######## design 1 ########
File: src/rtl/key_event_gen_if.sv
// Key event signal bundle: prescaler tick and key level in, event pulses and HELD level out.
interface key_event_gen_if;
    logic CE_IN;
    logic KEY_IN;
    logic PRESS_PULSE;
    logic SHORT_PULSE;
    logic LONG_PULSE;
    logic REPEAT_PULSE;
    logic RELEASE_PULSE;
    logic HELD;

    modport master (
        output CE_IN, KEY_IN,
        input  PRESS_PULSE, SHORT_PULSE, LONG_PULSE, REPEAT_PULSE, RELEASE_PULSE, HELD
    );

    modport slave (
        input  CE_IN, KEY_IN,
        output PRESS_PULSE, SHORT_PULSE, LONG_PULSE, REPEAT_PULSE, RELEASE_PULSE, HELD
    );
endinterface

File: src/rtl/key_event_gen.sv
// Debounced key level to press/short/long/repeat/release pulses, timed in CE_IN ticks.
// Define KEYEVT_ACCEL_EN to halve the repeat period after ACCEL_AFTER repeat pulses.
module key_event_gen #(
    parameter int unsigned HOLD_TICKS   = 50,
    parameter int unsigned REPEAT_TICKS = 10,
    parameter int unsigned ACCEL_AFTER  = 8
) (
    input logic            CLK,
    input logic            CLR,
    key_event_gen_if.slave kif
);
    localparam int unsigned TMAX = (HOLD_TICKS > REPEAT_TICKS) ? HOLD_TICKS : REPEAT_TICKS;
    localparam int unsigned TW   = $clog2(TMAX + 1);
    localparam int unsigned RW   = (ACCEL_AFTER < 1) ? 1 : $clog2(ACCEL_AFTER + 1);

    localparam logic [TW-1:0] HOLD_LAST = TW'(HOLD_TICKS - 1);
    localparam logic [TW-1:0] SLOW_LAST = TW'(REPEAT_TICKS - 1);
    localparam logic [RW-1:0] REP_MAX   = RW'(ACCEL_AFTER);
`ifdef KEYEVT_ACCEL_EN
    localparam int unsigned   FAST_TICKS = ((REPEAT_TICKS >> 1) > 0) ? (REPEAT_TICKS >> 1) : 1;
    localparam logic [TW-1:0] FAST_LAST  = TW'(FAST_TICKS - 1);
`endif

    typedef enum logic [1:0] {
        WAIT_REL,
        IDLE,
        PRESSED,
        REPEAT
    } state_e;

    state_e        state_q;
    logic [TW-1:0] tick_q, tick_d;
    logic [RW-1:0] rep_q, rep_d;
    logic [TW-1:0] period_last_d;
    logic          press_q, short_q, long_q, repeat_q, release_q, held_q;

    always_comb begin
        tick_d = tick_q + 1'b1;
        rep_d  = (rep_q == REP_MAX) ? rep_q : rep_q + 1'b1;
`ifdef KEYEVT_ACCEL_EN
        period_last_d = (rep_q == REP_MAX) ? FAST_LAST : SLOW_LAST;
`else
        period_last_d = SLOW_LAST;
`endif
    end

    always_ff @(posedge CLK) begin
        if (CLR) begin
            state_q   <= WAIT_REL;
            tick_q    <= '0;
            rep_q     <= '0;
            press_q   <= 1'b0;
            short_q   <= 1'b0;
            long_q    <= 1'b0;
            repeat_q  <= 1'b0;
            release_q <= 1'b0;
            held_q    <= 1'b0;
        end else begin
            press_q   <= 1'b0;
            short_q   <= 1'b0;
            long_q    <= 1'b0;
            repeat_q  <= 1'b0;
            release_q <= 1'b0;
            unique case (state_q)
                // A key held through reset must be seen released before it can press.
                WAIT_REL: begin
                    if (!kif.KEY_IN) state_q <= IDLE;
                end
                IDLE: begin
                    if (kif.KEY_IN) begin
                        state_q <= PRESSED;
                        press_q <= 1'b1;
                        held_q  <= 1'b1;
                        tick_q  <= '0;
                    end
                end
                PRESSED: begin
                    if (!kif.KEY_IN) begin
                        state_q   <= IDLE;
                        short_q   <= 1'b1;
                        release_q <= 1'b1;
                        held_q    <= 1'b0;
                    end else if (kif.CE_IN) begin
                        if (tick_q == HOLD_LAST) begin
                            state_q  <= REPEAT;
                            long_q   <= 1'b1;
                            repeat_q <= 1'b1;
                            tick_q   <= '0;
                            rep_q    <= RW'(1);
                        end else begin
                            tick_q <= tick_d;
                        end
                    end
                end
                REPEAT: begin
                    if (!kif.KEY_IN) begin
                        state_q   <= IDLE;
                        release_q <= 1'b1;
                        held_q    <= 1'b0;
                        rep_q     <= '0;
                    end else if (kif.CE_IN) begin
                        if (tick_q == period_last_d) begin
                            repeat_q <= 1'b1;
                            tick_q   <= '0;
                            rep_q    <= rep_d;
                        end else begin
                            tick_q <= tick_d;
                        end
                    end
                end
                default: state_q <= WAIT_REL;
            endcase
        end
    end

    assign kif.PRESS_PULSE   = press_q;
    assign kif.SHORT_PULSE   = short_q;
    assign kif.LONG_PULSE    = long_q;
    assign kif.REPEAT_PULSE  = repeat_q;
    assign kif.RELEASE_PULSE = release_q;
    assign kif.HELD          = held_q;
endmodule

File: src/flat_wrapper.sv
// flat-port wrapper written by rule: the top's interface ports become plain ports
module key_event_gen_flat 
#(
    parameter int unsigned HOLD_TICKS   = 50,
    parameter int unsigned REPEAT_TICKS = 10,
    parameter int unsigned ACCEL_AFTER  = 8
)
  (CLK, CLR, kif_CE_IN, kif_KEY_IN, kif_PRESS_PULSE, kif_SHORT_PULSE, kif_LONG_PULSE, kif_REPEAT_PULSE, kif_RELEASE_PULSE, kif_HELD);
  key_event_gen_if kif_i ();
  input logic CLK;
  input logic CLR;
  input wire logic [$bits(kif_i.CE_IN)-1:0] kif_CE_IN;
  input wire logic [$bits(kif_i.KEY_IN)-1:0] kif_KEY_IN;
  output wire logic [$bits(kif_i.PRESS_PULSE)-1:0] kif_PRESS_PULSE;
  output wire logic [$bits(kif_i.SHORT_PULSE)-1:0] kif_SHORT_PULSE;
  output wire logic [$bits(kif_i.LONG_PULSE)-1:0] kif_LONG_PULSE;
  output wire logic [$bits(kif_i.REPEAT_PULSE)-1:0] kif_REPEAT_PULSE;
  output wire logic [$bits(kif_i.RELEASE_PULSE)-1:0] kif_RELEASE_PULSE;
  output wire logic [$bits(kif_i.HELD)-1:0] kif_HELD;
  assign kif_i.CE_IN = kif_CE_IN;
  assign kif_i.KEY_IN = kif_KEY_IN;
  assign kif_PRESS_PULSE = kif_i.PRESS_PULSE;
  assign kif_SHORT_PULSE = kif_i.SHORT_PULSE;
  assign kif_LONG_PULSE = kif_i.LONG_PULSE;
  assign kif_REPEAT_PULSE = kif_i.REPEAT_PULSE;
  assign kif_RELEASE_PULSE = kif_i.RELEASE_PULSE;
  assign kif_HELD = kif_i.HELD;
  key_event_gen #(.HOLD_TICKS(HOLD_TICKS), .REPEAT_TICKS(REPEAT_TICKS), .ACCEL_AFTER(ACCEL_AFTER)) u_core (.CLK(CLK), .CLR(CLR), .kif(kif_i));
endmodule
File: config.mk
export PLATFORM = sky130hd
export DESIGN_NAME = key_event_gen_flat
export DESIGN_NICKNAME = d
export VERILOG_FILES = /design/src/rtl/key_event_gen_if.sv /design/src/rtl/key_event_gen.sv /design/src/flat_wrapper.sv
export SDC_FILE = /design/constraint.sdc
export NUM_CORES = 1
export LEC_CHECK = 0
export CORE_ASPECT_RATIO = 0.9
export CORE_MARGIN = 1.5
export CORE_UTILIZATION = 36
export DETAILED_ROUTE_END_ITERATION = 16
export PLACE_DENSITY = 0.57
export RECOVER_POWER = 25
export SKIP_CTS_REPAIR_TIMING = 1
export SLEW_MARGIN = 20
export SYNTH_ARGS = -nofsm -noshare
export SYNTH_HDL_FRONTEND = slang
export SYNTH_SLANG_ARGS = --single-unit
File: constraint.sdc
create_clock -name CLK -period 3.3 [get_ports CLK]
set_clock_uncertainty 0.15 [all_clocks]
set_input_delay 0.66 -clock CLK [delete_from_list [all_inputs] [get_ports CLK]]
set_output_delay 0.66 -clock CLK [all_outputs]
set_load 0.05 [all_outputs]
######## design 2 ########
==> src/rtl/mem_port_arbiter.sv <==
// Arbitrates one single-ported memory between instruction fetch and data loads/stores.
// Each access runs IDLE (grant + issue) -> WAIT (MEM_LAT cycles) -> RESP (valid pulse).
module mem_port_arbiter #(
  parameter int ADDR_W  = 32,
  parameter int MEM_LAT = 1
) (
  input  logic              clk,
  input  logic              rst_n,
  // instruction fetch port
  input  logic              if_req,
  input  logic [ADDR_W-1:0] if_addr,
  output logic [31:0]       if_rdata,
  output logic              if_valid,
  output logic              if_stall,
  // data port
  input  logic              d_read,
  input  logic              d_write,
  input  logic [ADDR_W-1:0] d_addr,
  input  logic [31:0]       d_wdata,
  input  logic [3:0]        d_be,
  output logic [31:0]       d_rdata,
  output logic              d_valid,
  output logic              d_stall,
  // halt control
  input  logic              halt,
  output logic              halted,
  // memory port
  output logic              mem_en,
  output logic              mem_we,
  output logic [ADDR_W-1:0] mem_addr,
  output logic [31:0]       mem_wdata,
  output logic [3:0]        mem_be,
  input  logic [31:0]       mem_rdata
);

  localparam int                CNT_W    = $clog2(MEM_LAT + 1);
  localparam logic [CNT_W-1:0]  CNT_LOAD = CNT_W'(MEM_LAT);
  localparam logic [CNT_W-1:0]  CNT_LAST = CNT_W'(1);
  localparam logic [31:0]       NOP_INSN = 32'h0000_0013;

  typedef enum logic [1:0] {
    S_IDLE,
    S_WAIT,
    S_RESP
  } state_e;

  state_e           state_q,    state_d;
  logic [CNT_W-1:0] cnt_q,      cnt_d;
  logic             last_d_q,   last_d_d;
  logic             halted_q,   halted_d;
  logic             gnt_data_q, gnt_data_d;
  logic             gnt_wr_q,   gnt_wr_d;
  logic [31:0]      if_rdata_q, if_rdata_d;
  logic [31:0]      d_rdata_q,  d_rdata_d;

  logic data_req;
  logic fetch_ok;
  logic grant_d;
  logic grant_f;
  logic issue_d;
  logic issue_f;

  // Arbitration: requests are only looked at in IDLE; last_d flips priority
  // so a stream of loads cannot starve fetch (and vice versa).
  always_comb begin
    // NOTE: every combinational output gets a default first so no path leaves it unassigned (no latch).
    grant_d  = 1'b0;
    grant_f  = 1'b0;
    data_req = d_read | d_write;
    fetch_ok = if_req & ~halted_q;
    if (state_q == S_IDLE) begin
      if (data_req && fetch_ok) begin
        if (last_d_q) grant_f = 1'b1;
        else          grant_d = 1'b1;
      end else if (data_req) begin
        grant_d = 1'b1;
      end else if (fetch_ok) begin
        grant_f = 1'b1;
      end
    end
  end

  // The memory strobe must be quiet while reset is asserted, even though the
  // state register already sits in IDLE and requests may be high.
  assign issue_d = grant_d & rst_n;
  assign issue_f = grant_f & rst_n;

  always_comb begin
    mem_en    = 1'b0;
    mem_we    = 1'b0;
    mem_addr  = '0;
    mem_wdata = '0;
    mem_be    = '0;
    if (issue_d) begin
      mem_en    = 1'b1;
      mem_we    = d_write;
      mem_addr  = d_addr;
      mem_wdata = d_wdata;
      mem_be    = d_be;
    end else if (issue_f) begin
      mem_en    = 1'b1;
      mem_addr  = if_addr;
      mem_be    = 4'hF;
    end
  end

  always_comb begin
    state_d    = state_q;
    cnt_d      = cnt_q;
    last_d_d   = last_d_q;
    gnt_data_d = gnt_data_q;
    gnt_wr_d   = gnt_wr_q;
    if_rdata_d = if_rdata_q;
    d_rdata_d  = d_rdata_q;
    halted_d   = halted_q | halt;

    unique case (state_q)
      S_IDLE: begin
        if (grant_d || grant_f) begin
          state_d    = S_WAIT;
          cnt_d      = CNT_LOAD;
          gnt_data_d = grant_d;
          // read+write together is a store; the read half is dropped
          gnt_wr_d   = grant_d & d_write;
          last_d_d   = grant_d;
        end
      end
      S_WAIT: begin
        cnt_d = cnt_q - CNT_LAST;
        if (cnt_q == CNT_LAST) begin
          state_d = S_RESP;
          if (!gnt_data_q)     if_rdata_d = mem_rdata;
          else if (!gnt_wr_q)  d_rdata_d  = mem_rdata;
        end
      end
      S_RESP: begin
        state_d = S_IDLE;
      end
      default: begin
        state_d = S_IDLE;
      end
    endcase
  end

  // NOTE: sequential state uses non-blocking assignments so every flop samples pre-edge values.
  always_ff @(posedge clk or negedge rst_n) begin
    if (!rst_n) begin
      state_q    <= S_IDLE;
      cnt_q      <= '0;
      last_d_q   <= 1'b0;
      halted_q   <= 1'b0;
      gnt_data_q <= 1'b0;
      gnt_wr_q   <= 1'b0;
      if_rdata_q <= NOP_INSN;
      d_rdata_q  <= '0;
    end else begin
      state_q    <= state_d;
      cnt_q      <= cnt_d;
      last_d_q   <= last_d_d;
      halted_q   <= halted_d;
      gnt_data_q <= gnt_data_d;
      gnt_wr_q   <= gnt_wr_d;
      if_rdata_q <= if_rdata_d;
      d_rdata_q  <= d_rdata_d;
    end
  end

  assign if_rdata = if_rdata_q;
  assign d_rdata  = d_rdata_q;
  assign halted   = halted_q;
  assign if_valid = (state_q == S_RESP) & ~gnt_data_q;
  assign d_valid  = (state_q == S_RESP) &  gnt_data_q;
  assign if_stall = if_req & ~if_valid;
  assign d_stall  = (d_read | d_write) & ~d_valid;

  a_valid_exclusive : assert property (@(posedge clk) disable iff (!rst_n)
    !(if_valid && d_valid));
  a_issue_only_idle : assert property (@(posedge clk) disable iff (!rst_n)
    mem_en |-> (state_q == S_IDLE));

endmodule

==> config.mk <==
export PLATFORM = sky130hd
export DESIGN_NAME = mem_port_arbiter
export DESIGN_NICKNAME = d
export VERILOG_FILES = /design/src/rtl/mem_port_arbiter.sv
export SDC_FILE = /design/constraint.sdc
export NUM_CORES = 1
export LEC_CHECK = 0
export CAP_MARGIN = 25
export CELL_PAD_IN_SITES_DETAIL_PLACEMENT = 1
export CELL_PAD_IN_SITES_GLOBAL_PLACEMENT = 2
export CORE_UTILIZATION = 16
export CTS_BUF_LIST = sky130_fd_sc_hd__clkbuf_16
export CTS_CLUSTER_DIAMETER = 100
export CTS_CLUSTER_SIZE = 8
export DETAILED_ROUTE_END_ITERATION = 8
export GPL_TIMING_DRIVEN = 0
export PLACE_DENSITY = 0.73
export SLEW_MARGIN = 40
export SYNTH_ARGS = -nofsm -noshare
export SYNTH_HDL_FRONTEND = slang
export SYNTH_SLANG_ARGS = --single-unit
==> constraint.sdc <==
create_clock -name clk -period 1.8 [get_ports clk]
set_input_delay 0.36 -clock clk [delete_from_list [all_inputs] [get_ports clk]]
set_output_delay 0.36 -clock clk [all_outputs]
set_load 0.05 [all_outputs]
######## design 3 ########
$ cat config.mk
export PLATFORM = sky130hd
export DESIGN_NAME = mixcolumns_engine
export DESIGN_NICKNAME = d
export VERILOG_FILES = /design/src/rtl/mixcolumns_engine.sv
export SDC_FILE = /design/constraint.sdc
export NUM_CORES = 1
export LEC_CHECK = 0
export CAP_MARGIN = 10
export CORE_UTILIZATION = 51
export CTS_CLUSTER_SIZE = 16
export DETAILED_ROUTE_END_ITERATION = 12
export DONT_BUFFER_PORTS = 1
export GPL_ROUTABILITY_DRIVEN = 0
export PLACE_DENSITY = 0.69
export SYNTH_ARGS = -nofsm -noshare
export SYNTH_HDL_FRONTEND = slang
export SYNTH_SLANG_ARGS = --single-unit
$ cat constraint.sdc
create_clock -name clk -period 3.1 [get_ports clk]
set_input_delay 0.62 -clock clk [delete_from_list [all_inputs] [get_ports clk]]
set_output_delay 0.62 -clock clk [all_outputs]
set_load 0.005 [all_outputs]
$ cat src/rtl/mixcolumns_engine.sv
// -----------------------------------------------------------------------------
// mixcolumns_engine
//
// Applies AES InvMixColumns (and, optionally, MixColumns) to a 128-bit state.
// A block is captured into a working register, transformed in place
// COLS_PER_CYCLE columns per cycle, then held on the output until consumed.
//
// Parameters
//   COLS_PER_CYCLE : columns transformed per cycle (1, 2 or 4)
//   HOLD_ON_STALL  : reserved, must be 0 or 1; the result is always held
//
// Configuration macro
//   MIXCOL_FWD_EN  : defined   -> forward and inverse datapaths, in_inv selects
//                    undefined -> inverse datapath only, in_inv ignored
//
// Ports
//   clk       : clock, rising edge
//   rst_n     : asynchronous active-low reset
//   in_valid  : in_data/in_inv hold a block
//   in_ready  : engine is idle and accepts a block
//   in_data   : AES state, column c = bits [127-32c : 96-32c], byte 0 in MSBs
//   in_inv    : 1 = InvMixColumns, 0 = MixColumns (sampled with the block)
//   out_valid : out_data holds a finished block
//   out_ready : consumer accepts out_data
//   out_data  : transformed state (zero whenever out_valid is low)
//   busy      : transform in progress
// -----------------------------------------------------------------------------
module mixcolumns_engine #(
   parameter int COLS_PER_CYCLE = 1,
   parameter int HOLD_ON_STALL  = 1
) (
   input  logic         clk,
   input  logic         rst_n,
   input  logic         in_valid,
   output logic         in_ready,
   input  logic [127:0] in_data,
   input  logic         in_inv,
   output logic         out_valid,
   input  logic         out_ready,
   output logic [127:0] out_data,
   output logic         busy
);

   if (!(COLS_PER_CYCLE == 1 || COLS_PER_CYCLE == 2 || COLS_PER_CYCLE == 4))
   begin : g_bad_cols
      $error("mixcolumns_engine: COLS_PER_CYCLE must be 1, 2 or 4");
   end
   if (!(HOLD_ON_STALL == 0 || HOLD_ON_STALL == 1)) begin : g_bad_hold
      $error("mixcolumns_engine: HOLD_ON_STALL must be 0 or 1");
   end

   localparam logic [1:0] LAST_COL = 2'(4 - COLS_PER_CYCLE);
   localparam logic [1:0] COL_STEP = 2'(COLS_PER_CYCLE);

   typedef enum logic [1:0] {IDLE, BUSY, DONE} state_t;

   state_t       state_q, state_d;
   logic [1:0]   col_q, col_d;
   logic [127:0] work_q, work_d;
   logic         inv_q, inv_d;

   // Multiply by x in GF(2^8) modulo x^8+x^4+x^3+x+1.
   function automatic logic [7:0] xtime(input logic [7:0] b);
      return {b[6:0], 1'b0} ^ (b[7] ? 8'h1b : 8'h00);
   endfunction

   function automatic logic [31:0] inv_col(input logic [31:0] c);
      logic [7:0] a, x2, x4, x8;
      logic [7:0] m9 [4];
      logic [7:0] mb [4];
      logic [7:0] md [4];
      logic [7:0] me [4];
      for (int i = 0; i < 4; i++) begin
         a     = c[31-8*i -: 8];
         x2    = xtime(a);
         x4    = xtime(x2);
         x8    = xtime(x4);
         m9[i] = x8 ^ a;
         mb[i] = x8 ^ x2 ^ a;
         md[i] = x8 ^ x4 ^ a;
         me[i] = x8 ^ x4 ^ x2;
      end
      return {me[0] ^ mb[1] ^ md[2] ^ m9[3],
              m9[0] ^ me[1] ^ mb[2] ^ md[3],
              md[0] ^ m9[1] ^ me[2] ^ mb[3],
              mb[0] ^ md[1] ^ m9[2] ^ me[3]};
   endfunction

`ifdef MIXCOL_FWD_EN
   function automatic logic [31:0] fwd_col(input logic [31:0] c);
      logic [7:0] a  [4];
      logic [7:0] m2 [4];
      logic [7:0] m3 [4];
      for (int i = 0; i < 4; i++) begin
         a[i]  = c[31-8*i -: 8];
         m2[i] = xtime(a[i]);
         m3[i] = m2[i] ^ a[i];
      end
      return {m2[0] ^ m3[1] ^ a[2]  ^ a[3],
              a[0]  ^ m2[1] ^ m3[2] ^ a[3],
              a[0]  ^ a[1]  ^ m2[2] ^ m3[3],
              m3[0] ^ a[1]  ^ a[2]  ^ m2[3]};
   endfunction
`else
   // Mode input has no effect when only the inverse datapath is built.
   logic unused_inv;
   assign unused_inv = in_inv;
`endif

   always_comb begin
      // NOTE: every variable gets a default first so no path infers a latch.
      state_d = state_q;
      col_d   = col_q;
      work_d  = work_q;
      inv_d   = inv_q;
      case (state_q)
         IDLE: begin
            if (in_valid) begin
               state_d = BUSY;
               col_d   = '0;
               work_d  = in_data;
               inv_d   = in_inv;
            end
         end
         BUSY: begin
            for (int g = 0; g < COLS_PER_CYCLE; g++) begin
`ifdef MIXCOL_FWD_EN
               work_d[127-32*(int'(col_q)+g) -: 32] = inv_q
                  ? inv_col(work_q[127-32*(int'(col_q)+g) -: 32])
                  : fwd_col(work_q[127-32*(int'(col_q)+g) -: 32]);
`else
               work_d[127-32*(int'(col_q)+g) -: 32] =
                  inv_col(work_q[127-32*(int'(col_q)+g) -: 32]);
`endif
            end
            col_d = col_q + COL_STEP;   // 2-bit counter wraps to 0 after the last group
            if (col_q == LAST_COL) state_d = DONE;
         end
         DONE: begin
            if (out_ready) state_d = IDLE;
         end
         default: state_d = IDLE;
      endcase
   end

   // NOTE: sequential state uses non-blocking assignments so every register
   // samples the pre-edge values of its neighbours.
   always_ff @(posedge clk or negedge rst_n) begin
      if (!rst_n) begin
         state_q <= IDLE;
         col_q   <= '0;
         // NOTE: the wide working register is reset too, so an aborted block
         // leaves no residue that could ever reach the output.
         work_q  <= '0;
         inv_q   <= 1'b0;
      end else begin
         state_q <= state_d;
         col_q   <= col_d;
         work_q  <= work_d;
         inv_q   <= inv_d;
      end
   end

`ifndef MIXCOL_FWD_EN
   logic unused_mode;
   assign unused_mode = inv_q;
`endif

   assign in_ready  = (state_q == IDLE);
   assign busy      = (state_q == BUSY);
   assign out_valid = (state_q == DONE);
   // Partially transformed data never leaves the engine.
   assign out_data  = out_valid ? work_q : '0;

endmodule
design_1/layers.png
Bar = 20 um.
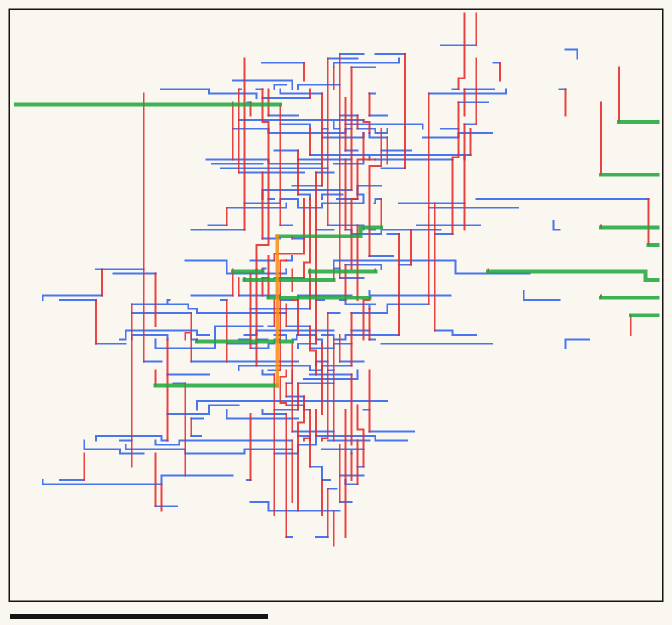
[M4] orange | wire length: 11.6 um
[M1] blue | wire length: 630 um
[M3] green | wire length: 101 um
[M2] red | wire length: 558 um

design_1/util_map.png
The die is cut into 10 by 9 equal tiles; white is low, dark blue is high, 0 to 100% covered.
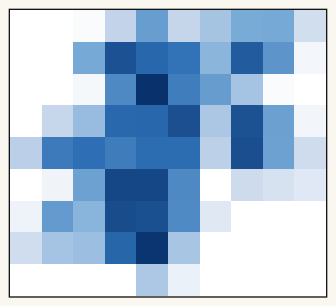
emptiest ninth of the die: bottom right
nearly empty tiles: 28%
densest ninth of the die: middle

==> reports/qor.log, design 1 <==
qor: yosys.seq_area_frac_synth 38.36%
qor: placed_design.placedCellCount 111
qor: yosys.postSynthCellCount 79
qor: yosys.synth-warning-count 0
qor: cells_and_area.num_antenna_cells 0
qor: worst_setup_path.cp-end-kind flip-flop
qor: placed_design.port_buffers 9
qor: job.max-cap-violations 0
qor: yosys.synth_area_leaders dfxtp_1 38%, ha_1 8.6%, nor2_1 6.2%
qor: yosys.yosys-stat-cells 79
qor: yosys.edf_count 0
qor: timing.final_setup_violation_count 0
qor: die.die_x 50.49 um
qor: hold_path.holdCritPathClass flip-flop to flip-flop
qor: job.tool_warnings 29
qor: hold_path.min-delay-start u_core.kif.HELD$_SDFFE_PP0P_
qor: clocking.tritoncts.num_buffers 3
qor: detailed_routing.routed-via-count 571
qor: worst_setup_path.critical_path.max_stage_delay 0.74 ns
qor: detailed_routing.route.detailed.vias_per_inst 5.009
qor: run_status.status completed
qor: timing.timing.final.ws_setup 1.023 ns
qor: worst_setup_path.worstPathBufferInverterCount 1
qor: cells_and_area.multiInputCombCellCount 57
qor: die.floorplanUtilization 38.17%
qor: detailed_routing.detail_route.wl_per_cell 11.40 um
qor: cells_and_area.layout.buffer.nonclock.area_share 10.48%
qor: yosys.synth_async_reset_ratio 0%
qor: cells_and_area.largestClassByArea multi-input combinational cells
qor: worst_setup_path.timing.reg2reg.worst_path_depth 6
qor: cells_and_area.final_layout_top_logic_cells 14 x dfxtp_1, 12 x nor2_1, 8 x clkdlybuf4s50_1
qor: worst_setup_path.crit_slowest_cell dlygate4sd3_1
qor: grt.grt_start_max_net_pins 10
qor: detailed_routing.postRouteAntennaNets 0
qor: cells_and_area.layout-drive-gt1-share 13.48%
[design 1: flip-flops by register name, summed over array words and instances, names as in the netlist]
name / flops
u_core.state_q: 2
u_core.kif.HELD: 1
u_core.kif.LONG_PULSE: 1
u_core.kif.PRESS_PULSE: 1
u_core.tick_q: 6
u_core.kif.SHORT_PULSE: 1
u_core.kif.REPEAT_PULSE: 1
u_core.kif.RELEASE_PULSE: 1
[design 1: layer usage]
layer / up-vias / wire (um) / global-route usage (%)
met5: - / 0 / 0
met4: 0 / 11 / 4.865
met3: 2 / 100 / 6.250
met2: 21 / 558 / 19.47
met1: 249 / 629 / 17.87
li1: 299 / - / -
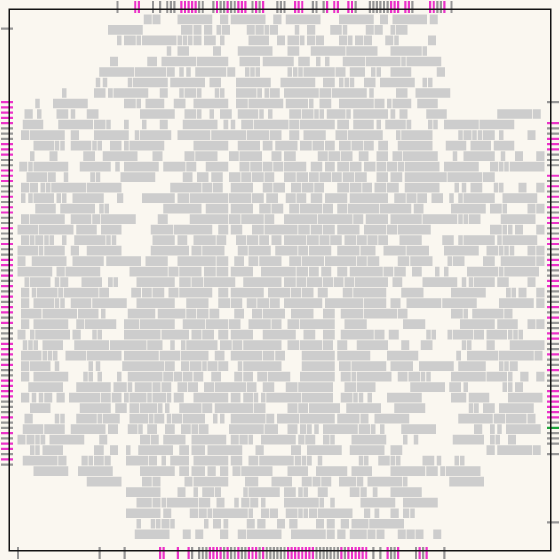
design_3/pinout.png
Pins as bars across the die edge, other pins in gray.
[out_valid] green | pins: 1 | direction: output | edge: right
[in_data] magenta | pins: 128 | direction: input | edge: 37 left, 33 bottom, 30 top, 28 right
all pins by edge: 71 left, 67 bottom, 64 right, 62 top

==> reports/qor.log, design 3 <==
qor: run_status.status finished with violations
qor: run_status.violations_in_the_final_reports negative hold slack, negative setup slack
qor: die.placeableCoreArea 0.01864 mm2
qor: timing.finalHoldWorstSlack -0.1132 ns
qor: cells_and_area.nClkBuffers 24
qor: timing.timing.final.ws_setup -0.08114 ns
qor: clocking.cts_root_buffer clkbuf_16
qor: timing.final_min_period_over_clock_period 102.6%
qor: cells_and_area.num-nonclk-buffers 148
qor: yosys.synth.cellmix.xorXnorShare 21.55%
qor: cells_and_area.comb_area_share 56.55%
qor: die.placement_rows 50
qor: yosys.post_synth_instance_area 0.009686 mm2
qor: clocking.h_tree_depth 4
qor: cells_and_area.regMostFlops work_q
qor: yosys.synth_async_reset_ratio 100.0%
qor: yosys.synth_chip_area 0.009686 mm2
qor: worst_setup_path.crit_path_start col_q[0]$_DFFE_PN0P_
qor: grt.grt_pass1_wl 48.62 mm
qor: yosys.edf_count 0
qor: timing.final_max_slew_viol_count 0
qor: die.pin_count 264
qor: timing.timing_hold_violations_final 132
qor: placed_design.port_buffers 0
qor: detailed_routing.wl_met3 3.132 mm
qor: yosys.mux_share 7.673%
qor: grt.gr-usage-all-layers 33.06%
qor: worst_setup_path.timing.critical_path.max_delay_family XOR/XNOR gates
qor: detailed_routing.drc_errors 0
qor: yosys.synth-warning-count 0
qor: yosys.synth_adder_area_share 0.5167%
qor: cells_and_area.fin_util 66.38%
qor: yosys.post-synth-top-count-cell nor2_1
qor: yosys.yosys-stat-cells 987
qor: worst_setup_path.cp_data_arrival_time 3.52 ns
qor: worst_setup_path.critical_path.max_stage_delay 0.61 ns
qor: cells_and_area.filler_cell_count 1381
qor: detailed_routing.routed-via-count 8371
qor: timing.final_setup_violation_count 25
qor: grt.number_of_global_route_vias_before_repair 8200
qor: timing.max_slew.worst_pin.slew 1.172 ns
qor: placed_design.place_ws -0.2040 ns
qor: worst_setup_path.r2r-end work_q[67]$_DFFE_PN0P_
==> design 3: through the flow <==
| step | instances | TNS (ns) |
|---|---|---|
| final | 1310 | -0.8113 |
| after global routing | 1310 | -5.701 |
| after CTS | 1288 | -0.2384 |
| after detailed placement | 1255 | -4.450 |
| after global placement | 1255 | -2.973 |
| after floorplan | 987 | 0 |
design_2/placed.png
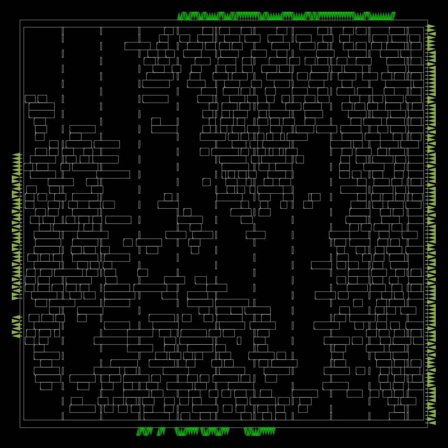
number of flip-flops and latches: 70
core footprint: 0.02036 mm2
Filler Cells Inserted: 2080
Tap Cells: 270

==> reports/qor.log, design 2 <==
qor: run_status.status finished with violations
qor: run_status.violations_in_the_final_reports negative setup slack
qor: cells_and_area.fin_util 40.91%
qor: timing.timing.final.ws_setup -0.6391 ns
qor: grt.grt_start_max_net_pins 28
qor: timing.finalClockSkew 0.009066 ns
qor: worst_setup_path.cp-end-kind output pin
qor: yosys.syn_avg_cell_area 13.58 um2
qor: timing.max_slew_margin 57.89%
qor: cells_and_area.design.final.nets 717
qor: cells_and_area.layout_top_cell_excl_fill_tap clkdlybuf4s50_1
qor: worst_setup_path.crit_path_start state_q[1]$_DFFE_PN0P_
qor: detailed_routing.routed-wl-met2 9.065 mm
qor: yosys.synth-warning-count 0
qor: timing.final_setup_violation_count 126
qor: worst_setup_path.cp_data_arrival_time 2.08 ns
qor: clocking.post_cts_buffers 23
qor: yosys.mux_share 21.49%
qor: cells_and_area.comb_area_share 22.50%
qor: timing.final_max_slew_viol_count 0
## design 2: flip-flops by register name, summed over array words and instances, names as in the netlist
name,flops
d_rdata,32
state_q,2
gnt_wr_q,1
gnt_data_q,1
if_rdata,32
halted,1
cnt_q,1
## design 2: worst register-to-register path: stages, from the launching register on
cell and delay, ns:
dfrtp_2 0.47, nand3b_1 0.23, buf_6 0.15, nor3b_4 0.24, buf_4 0.16, buf_6 0.10
bufbuf_16 0.25, mux2_2 0.33

## Gallery

Clock network drawn from the DEF.
shot_01.png
Bar = 20 um.
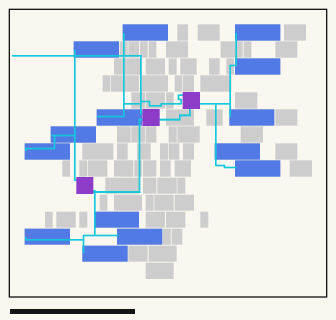
shot_02.png
Bar = 50 um.
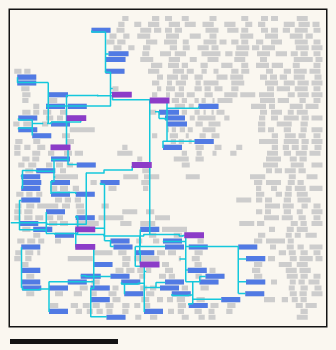
shot_03.png
Bar = 50 um.
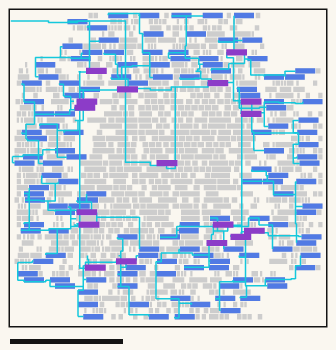
For design 1, see shot_01.png.
For design 3, see shot_03.png.
For design 2, see shot_02.png.
Of these, fewest sequential cells: shot_01.png
Of these, smallest die: shot_01.png



## Gallery

M3 wires.
panel A
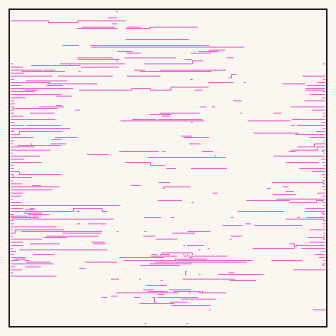
panel B
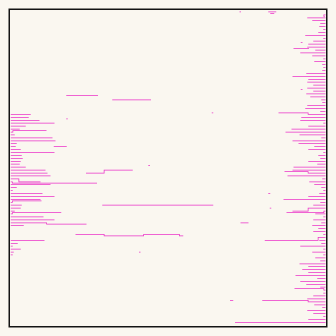
panel C
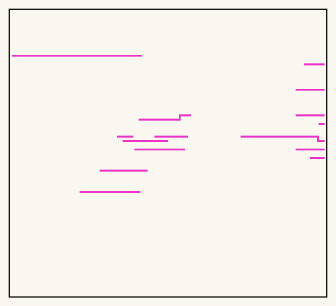
panel C: design 1
panel B: design 2
panel A: design 3

